==================== design 1
**Design 1: register map, names as in the netlist**

Drawn at 4 px/um. Other sequential cells in the stronger gray, the rest of the logic in the fainter gray.
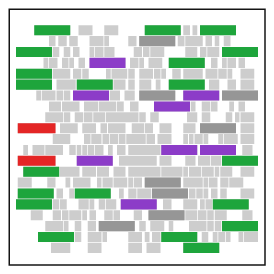

**config.mk**
```make
export PLATFORM = sky130hd
export DESIGN_NAME = gate_clock_ctrl
export DESIGN_NICKNAME = d
export VERILOG_FILES = /design/src/rtl/gate_clock_ctrl_pkg.sv /design/src/rtl/gate_clock_domain_fsm.sv /design/src/rtl/gate_clock_ctrl.sv
export SDC_FILE = /design/constraint.sdc
export NUM_CORES = 1
export LEC_CHECK = 0
export CORE_UTILIZATION = 62
export CTS_CLUSTER_SIZE = 16
export DETAILED_ROUTE_END_ITERATION = 6
export PLACE_DENSITY = 0.85
export SYNTH_ARGS = -nofsm -noshare
export SYNTH_HDL_FRONTEND = slang
export SYNTH_SLANG_ARGS = --single-unit
```
**constraint.sdc**
```tcl
create_clock -name clk -period 7.7 [get_ports clk]
set_input_delay 0.77 -clock clk [delete_from_list [all_inputs] [get_ports clk]]
set_output_delay 0.77 -clock clk [all_outputs]
set_load 0.05 [all_outputs]
```
**src/rtl/gate_clock_ctrl_pkg.sv**
```systemverilog
// Shared types and helpers for the gated-clock domain controller.
// Latency: n/a (types and constant functions only).
// Backpressure: n/a.
package gate_clock_ctrl_pkg;

  // Per-domain clock state; gate and ready are decoded directly from it.
  typedef enum logic [1:0] {
    OFF  = 2'd0,
    WAKE = 2'd1,
    ON   = 2'd2
  } dom_state_t;

  // Bits needed to hold 0..max_val, never less than one.
  function automatic int cnt_width(input int max_val);
    return (max_val < 1) ? 1 : $clog2(max_val + 1);
  endfunction

endpackage

```
**src/rtl/gate_clock_domain_fsm.sv**
```systemverilog
// One gated clock domain: OFF -> WAKE (WAKE_CYC cycles) -> ON -> OFF after IDLE_CYC idle cycles.
// Latency: grant seen at cycle k gives gate at k+1 and ready at k+WAKE_CYC+1.
// Backpressure: none; req/busy activity holds the domain ON, enableGate=0 forces it ON.
module gate_clock_domain_fsm
  import gate_clock_ctrl_pkg::*;
#(
  parameter int WAKE_CYC = 2,
  parameter int IDLE_CYC = 16
) (
  input  logic       clk,
  input  logic       reset,
  input  logic       enableGate,
  input  logic       grant,
  input  logic       req,
  input  logic       busy,
  output dom_state_t state,
  output logic       gate,
  output logic       ready
);

  localparam int WW = cnt_width(WAKE_CYC);
  localparam int IW = cnt_width(IDLE_CYC);
  localparam logic [WW-1:0] WAKE_LAST = WW'(WAKE_CYC - 1);
  localparam logic [IW-1:0] IDLE_LAST = IW'(IDLE_CYC - 1);

  dom_state_t    state_q, state_d;
  logic [WW-1:0] wake_cnt_q, wake_cnt_d;
  logic [IW-1:0] idle_cnt_q, idle_cnt_d;

  // Next-state: global override first, then wake timing and idle expiry.
  always_comb begin
    state_d    = state_q;
    wake_cnt_d = wake_cnt_q;
    idle_cnt_d = idle_cnt_q;
    if (!enableGate) begin
      // Gating disabled: clock forced on, any wake in progress is finished immediately.
      state_d    = ON;
      wake_cnt_d = '0;
      idle_cnt_d = '0;
    end else begin
      case (state_q)
        OFF: begin
          wake_cnt_d = '0;
          idle_cnt_d = '0;
          if (grant) state_d = WAKE;
        end
        WAKE: begin
          // A dropped req does not abort the wake; it simply completes.
          if (wake_cnt_q == WAKE_LAST) begin
            state_d    = ON;
            wake_cnt_d = '0;
            idle_cnt_d = '0;
          end else begin
            wake_cnt_d = wake_cnt_q + WW'(1);
          end
        end
        ON: begin
          // Activity in the expiring cycle wins over gating off.
          if (req || busy) begin
            idle_cnt_d = '0;
          end else if (idle_cnt_q == IDLE_LAST) begin
            state_d    = OFF;
            idle_cnt_d = '0;
          end else begin
            idle_cnt_d = idle_cnt_q + IW'(1);
          end
        end
        default: begin
          state_d    = OFF;
          wake_cnt_d = '0;
          idle_cnt_d = '0;
        end
      endcase
    end
  end

  // State and counter registers.
  always_ff @(posedge clk or posedge reset) begin
    if (reset) begin
      state_q    <= OFF;
      wake_cnt_q <= '0;
      idle_cnt_q <= '0;
    end else begin
      state_q    <= state_d;
      wake_cnt_q <= wake_cnt_d;
      idle_cnt_q <= idle_cnt_d;
    end
  end

  assign state = state_q;
  assign gate  = (state_q != OFF);
  assign ready = (state_q == ON);

endmodule

```
**src/rtl/gate_clock_ctrl.sv**
```systemverilog
// Gate controller for NUM_DOMAINS gateClockCell instances with round-robin, one-at-a-time wake-up.
// Latency: req at cycle k -> gate at k+1, ready at k+WAKE_CYC+1; successive wakes WAKE_CYC+1 apart.
// Backpressure: a pending req waits while any domain is in WAKE or while gating is disabled.
module gate_clock_ctrl
  import gate_clock_ctrl_pkg::*;
#(
  parameter int NUM_DOMAINS = 4,
  parameter int WAKE_CYC    = 2,
  parameter int IDLE_CYC    = 16
) (
  input  logic                   clk,
  input  logic                   reset,
  input  logic                   enableGate,
  input  logic [NUM_DOMAINS-1:0] req,
  input  logic [NUM_DOMAINS-1:0] busy,
  output logic [NUM_DOMAINS-1:0] gate,
  output logic [NUM_DOMAINS-1:0] ready,
  output logic                   wakeActive
);

  localparam int PW = $clog2(NUM_DOMAINS);

  dom_state_t             dom_state [NUM_DOMAINS];
  logic [NUM_DOMAINS-1:0] in_wake;
  logic [NUM_DOMAINS-1:0] cand;
  logic [NUM_DOMAINS-1:0] grant;
  logic [PW-1:0]          ptr_q, ptr_d;
  logic                   arb_found;
  int                     arb_idx;

  // Decode registered domain states into wake flags and wake candidates.
  always_comb begin
    in_wake = '0;
    cand    = '0;
    for (int i = 0; i < NUM_DOMAINS; i++) begin
      in_wake[i] = (dom_state[i] == WAKE);
      cand[i]    = req[i] && (dom_state[i] == OFF);
    end
  end

  assign wakeActive = |in_wake;

  // Round-robin: first OFF requester after the last winner, only while nobody is waking.
  always_comb begin
    grant     = '0;
    ptr_d     = ptr_q;
    arb_found = 1'b0;
    arb_idx   = 0;
    if (enableGate && !wakeActive) begin
      for (int k = 1; k <= NUM_DOMAINS; k++) begin
        arb_idx = (int'(ptr_q) + k) % NUM_DOMAINS;
        if (!arb_found && cand[arb_idx]) begin
          arb_found      = 1'b1;
          grant[arb_idx] = 1'b1;
          ptr_d          = PW'(arb_idx);
        end
      end
    end
  end

  // Pointer resets to the last domain so domain 0 has first priority.
  always_ff @(posedge clk or posedge reset) begin
    if (reset) ptr_q <= PW'(NUM_DOMAINS - 1);
    else       ptr_q <= ptr_d;
  end

  for (genvar g = 0; g < NUM_DOMAINS; g++) begin : g_dom
    gate_clock_domain_fsm #(
      .WAKE_CYC (WAKE_CYC),
      .IDLE_CYC (IDLE_CYC)
    ) u_dom (
      .clk        (clk),
      .reset      (reset),
      .enableGate (enableGate),
      .grant      (grant[g]),
      .req        (req[g]),
      .busy       (busy[g]),
      .state      (dom_state[g]),
      .gate       (gate[g]),
      .ready      (ready[g])
    );
  end

endmodule

```
==================== design 2
## src/rtl/ssd_scan_decoder.sv

```systemverilog
// Seven-segment scan monitor: recovers per-digit 5-bit codes from a multiplexed active-low anode/segment bus.
// Latency: a dwell is captured STABLE_CYCLES+1 edges after the pins settle; outputs are registered.
// Backpressure: none; the input is a free-running sampled bus, and each settled dwell is captured exactly once.
module ssd_scan_decoder #(
    parameter int DIGITS        = 4,
    parameter int STABLE_CYCLES = 4
) (
    input  logic                  clk,
    input  logic                  rst,
    input  logic [DIGITS-1:0]     an_in,
    input  logic [6:0]            seg_in,
    output logic [5*DIGITS-1:0]   codes_out,
    output logic [DIGITS-1:0]     digit_valid,
    output logic                  frame_done,
    output logic                  decode_err
);

    localparam logic [3:0] CNT_MAX   = 4'(STABLE_CYCLES - 1);
    localparam logic [4:0] CODE_BLANK = 5'd27;
    localparam logic [4:0] CODE_BAD   = 5'd31;

    typedef enum logic {SETTLE, HELD} state_t;

    state_t              state;
    logic [DIGITS-1:0]   s_an, p_an;
    logic [6:0]          s_seg, p_seg;
    logic [3:0]          cnt;
    logic [DIGITS-1:0]   mask;

    // Where two codes share a pattern, the lower code is the one listed.
    function automatic logic [4:0] decode(input logic [6:0] seg);
        logic [4:0] code;
        case (seg)
            7'b0000001: code = 5'd0;
            7'b1001111: code = 5'd1;
            7'b0010010: code = 5'd2;
            7'b0000110: code = 5'd3;
            7'b1001100: code = 5'd4;
            7'b0100100: code = 5'd5;
            7'b0100000: code = 5'd6;
            7'b0001111: code = 5'd7;
            7'b0000000: code = 5'd8;
            7'b0001100: code = 5'd9;
            7'b0001000: code = 5'd10;
            7'b0110001: code = 5'd12;
            7'b0110000: code = 5'd14;
            7'b0111000: code = 5'd15;
            7'b1110001: code = 5'd16;
            7'b1000010: code = 5'd17;
            7'b0011000: code = 5'd18;
            7'b1111110: code = 5'd19;
            7'b1101010: code = 5'd20;
            7'b1111010: code = 5'd21;
            7'b1100011: code = 5'd22;
            7'b1110010: code = 5'd23;
            7'b1110000: code = 5'd24;
            7'b1000100: code = 5'd25;
            7'b1111111: code = 5'd27;
            default:    code = CODE_BAD;
        endcase
        return code;
    endfunction

    logic                changed;
    logic                capture;
    logic [DIGITS-1:0]   cap_bit;
    logic [4:0]          cap_code;
    logic [DIGITS-1:0]   mask_next;

    always_comb begin
        changed   = {s_an, s_seg} != {p_an, p_seg};
        cap_bit   = ~s_an;
        cap_code  = decode(s_seg);
        mask_next = mask | cap_bit;
        // Blanking (no low anode) and overlapping anodes are simply ignored.
        capture   = (state == SETTLE) && !changed && (cnt == CNT_MAX) && $onehot(cap_bit);
    end

    always_ff @(posedge clk) begin
        if (rst) begin
            s_an        <= '1;
            p_an        <= '1;
            s_seg       <= '1;
            p_seg       <= '1;
            cnt         <= '0;
            state       <= SETTLE;
            mask        <= '0;
            codes_out   <= {DIGITS{CODE_BLANK}};
            digit_valid <= '0;
            frame_done  <= 1'b0;
            decode_err  <= 1'b0;
        end else begin
            s_an       <= an_in;
            s_seg      <= seg_in;
            p_an       <= s_an;
            p_seg      <= s_seg;
            frame_done <= 1'b0;
            decode_err <= 1'b0;
            if (changed) begin
                cnt   <= '0;
                state <= SETTLE;
            end else begin
                if (cnt != CNT_MAX)
                    cnt <= cnt + 4'd1;
                if (capture) begin
                    state <= HELD;
                    for (int i = 0; i < DIGITS; i++)
                        if (cap_bit[i])
                            codes_out[5*i +: 5] <= cap_code;
                    digit_valid <= digit_valid | cap_bit;
                    decode_err  <= (cap_code == CODE_BAD);
                    if (&mask_next) begin
                        frame_done <= 1'b1;
                        mask       <= (mask == '0) ? cap_bit : '0;
                    end else begin
                        mask <= mask_next;
                    end
                end
            end
        end
    end

endmodule

```

## config.mk

```make
export PLATFORM = sky130hd
export DESIGN_NAME = ssd_scan_decoder
export DESIGN_NICKNAME = d
export VERILOG_FILES = /design/src/rtl/ssd_scan_decoder.sv
export SDC_FILE = /design/constraint.sdc
export NUM_CORES = 1
export LEC_CHECK = 0
export CAP_MARGIN = 20
export CORE_UTILIZATION = 58
export CTS_CLUSTER_SIZE = 12
export DETAILED_ROUTE_END_ITERATION = 12
export PLACE_DENSITY = 0.85
export SKIP_CTS_REPAIR_TIMING = 1
export SYNTH_ARGS = -nofsm -noshare
export SYNTH_HDL_FRONTEND = slang
export SYNTH_SLANG_ARGS = --single-unit
```

## constraint.sdc

```tcl
create_clock -name clk -period 5.7 [get_ports clk]
set_input_delay 0.57 -clock clk [delete_from_list [all_inputs] [get_ports clk]]
set_output_delay 0.57 -clock clk [all_outputs]
set_load 0.005 [all_outputs]
```


==> layout pictures side by side <==
Placement by cell class.
Drawn at 4 px/um.
picture 1
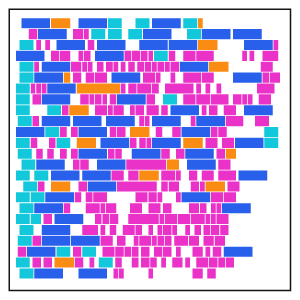
picture 2
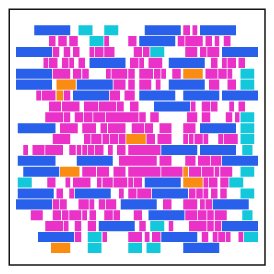
- largest die: picture 1
- most sequential cells: picture 1
| picture | from |
|---|---|
| picture 2 | design 1 |
| picture 1 | design 2 |

**Design 2: cell placement**

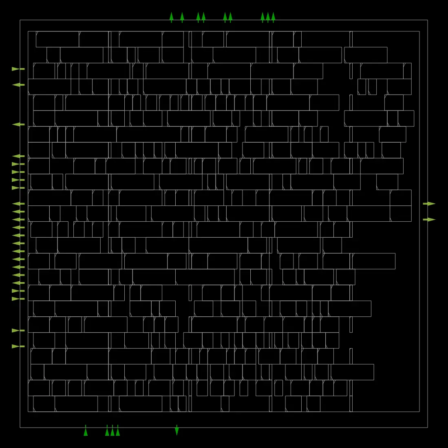
final core occ: 0.7354
FF+latch count: 57
fillcell total: 331

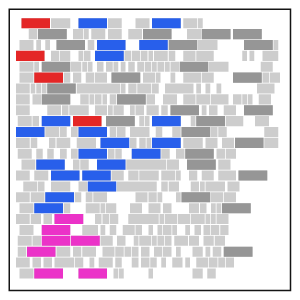
**Above:** design 2 (register map, names as in the netlist).
Drawn at 4 px/um. Other sequential cells in the stronger gray, the rest of the logic in the fainter gray.
red -> digit_valid  # sequential cells 4, where north-west
magenta -> s_seg  # sequential cells 7, where south-west
blue -> codes_out  # sequential cells 20

==> flow_summary.json, design 2 <==
{
  "fa_ha_area_frac": 0.02150,
  "crit_chain": "fa_1 > inv_1 > ha_1 > ha_1 > nor2_1 > and4b_1 > nand4_2 > nor2_2 > o21ai_0 > a31oi_1",
  "fp_nets": 319,
  "syn_area_um2": 2678,
  "async_reset_ff_frac": 0,
  "ant_nets": 0,
  "status": "completed",
  "seq_power_share": 0.481,
  "clkCellAreaFrac": 0.06403,
  "p_leak_nw": 1.192,
  "drive_above_1_share": 0.1429,
  "gr-usage-met1": 0.3558,
  "design_area_um2": 3224,
  "pg_clk_mw": 0.391,
  "endpoint": "codes_out[7]$_SDFFE_PP0P_",
  "gp_congestion": 0.8899,
  "slew_violations": 0,
  "crit_buf_inv": 1
}
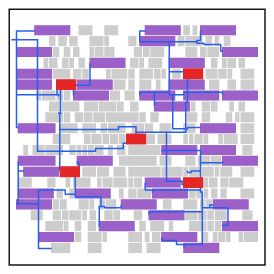
**Above:** design 1 (clock distribution).
Drawn at 4 px/um.
purple -> flip-flops  # count 38
red -> cells driving clock nets  # count 5
blue -> clock wires  # length 483 um
routed clock nets = 6
flops lie = widely spread
Fin Clk Skew: 0.01256 ns
P_clk: 0.141 mW
clock latency (worst-skew pair): 0.29 ns

About 'register map, names as in the netlist' of design 1:
green -> g_dom.u_dom.idle_cnt_q  # sequential cells 20, where widely spread
purple -> g_dom.u_dom.state  # sequential cells 8
red -> ptr_q  # sequential cells 2
Seq. pwr: 0.208 mW
flop share of the area: 0.3651

==> flow_summary.json, design 1 <==
{
  "gp_congestion": 1.022,
  "r2r_end": "g_dom[1].u_dom.state[0]$_DFFE_PP0P_",
  "edf_count": 0,
  "fp_util": 0.6771,
  "crit_family": "simple AND/OR/NAND/NOR gates",
  "multi_input_comb_cells": 180,
  "compound_area_frac": 0.1801,
  "cts_tree": "done",
  "io_pins": 20,
  "grt_busiest_layer": "met2",
  "status": "completed",
  "grt_pass1_vias": 1729,
  "largestClassByArea": "logic gates",
  "clockPowerShare": 0.364,
  "h-tree-depth": 2,
  "utilization": 0.7529,
  "crit_type": "register to output pin",
  "hold_class": "register to register",
  "power.group.top": "registers",
  "gr-total-overflow": 0,
  "synth.area.top_cells": "dfrtp_1 38%, ha_1 6.4%, nor2b_1 4.3%",
  "top_layer": "met4",
  "fillers": 251,
  "place_ws_ns": 4.619,
  "seq_power_share": 0.537,
  "buffers_excl_clock": 21,
  "tightest_slew_ns": 0.7241,
  "port-buffer-count": 19,
  "ant_nets": 0,
  "met2_usage": 0.3856,
  "p_int_mw": 0.2919,
  "finalHoldViolations": 0,
  "met1_length_um": 2196,
  "clockRootBuffer": "clkbuf_8",
  "crit_buf_inv": 2,
  "drt_wl_total_um": 4635,
  "wl_per_cell_um": 15.20,
  "design_area_um2": 2611,
  "post_cts_resized": 0,
  "crit_start": "g_dom[2].u_dom.state[1]$_DFFE_PP0P_"
}


==> notes/layouts.md <==
Pictures saved along the way, in no particular order.

Nets reached from selected ports.
(a)
Drawn at 6 px/um.
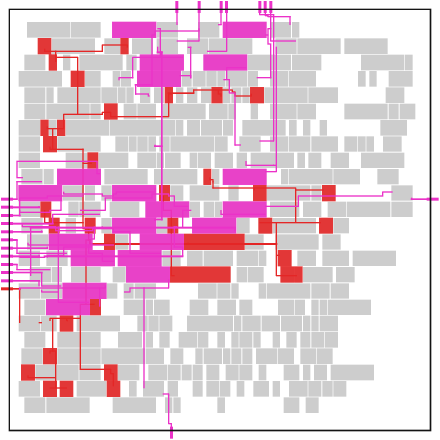
(b)
Drawn at 8 px/um.
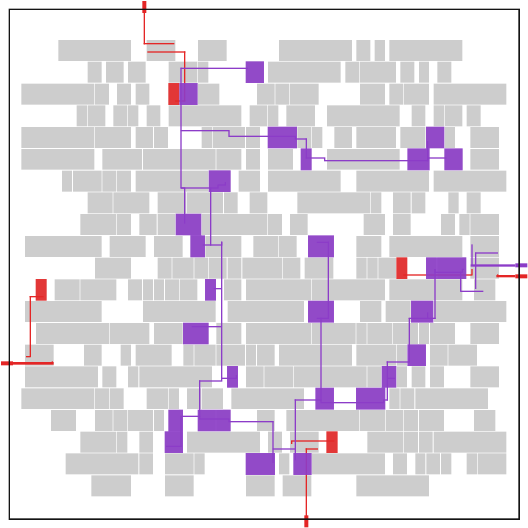
design 1: (b)
design 2: (a)
- largest die: (a)
- most cells: (a)

Key to (a):
magenta -> codes_out  # direction output, end cells 20, buffers 20, wire 618 um
red -> rst  # direction input, end cells 36, buffers 2, wire 274 um

No activity file was given, so power comes from the tool's default toggle rates.
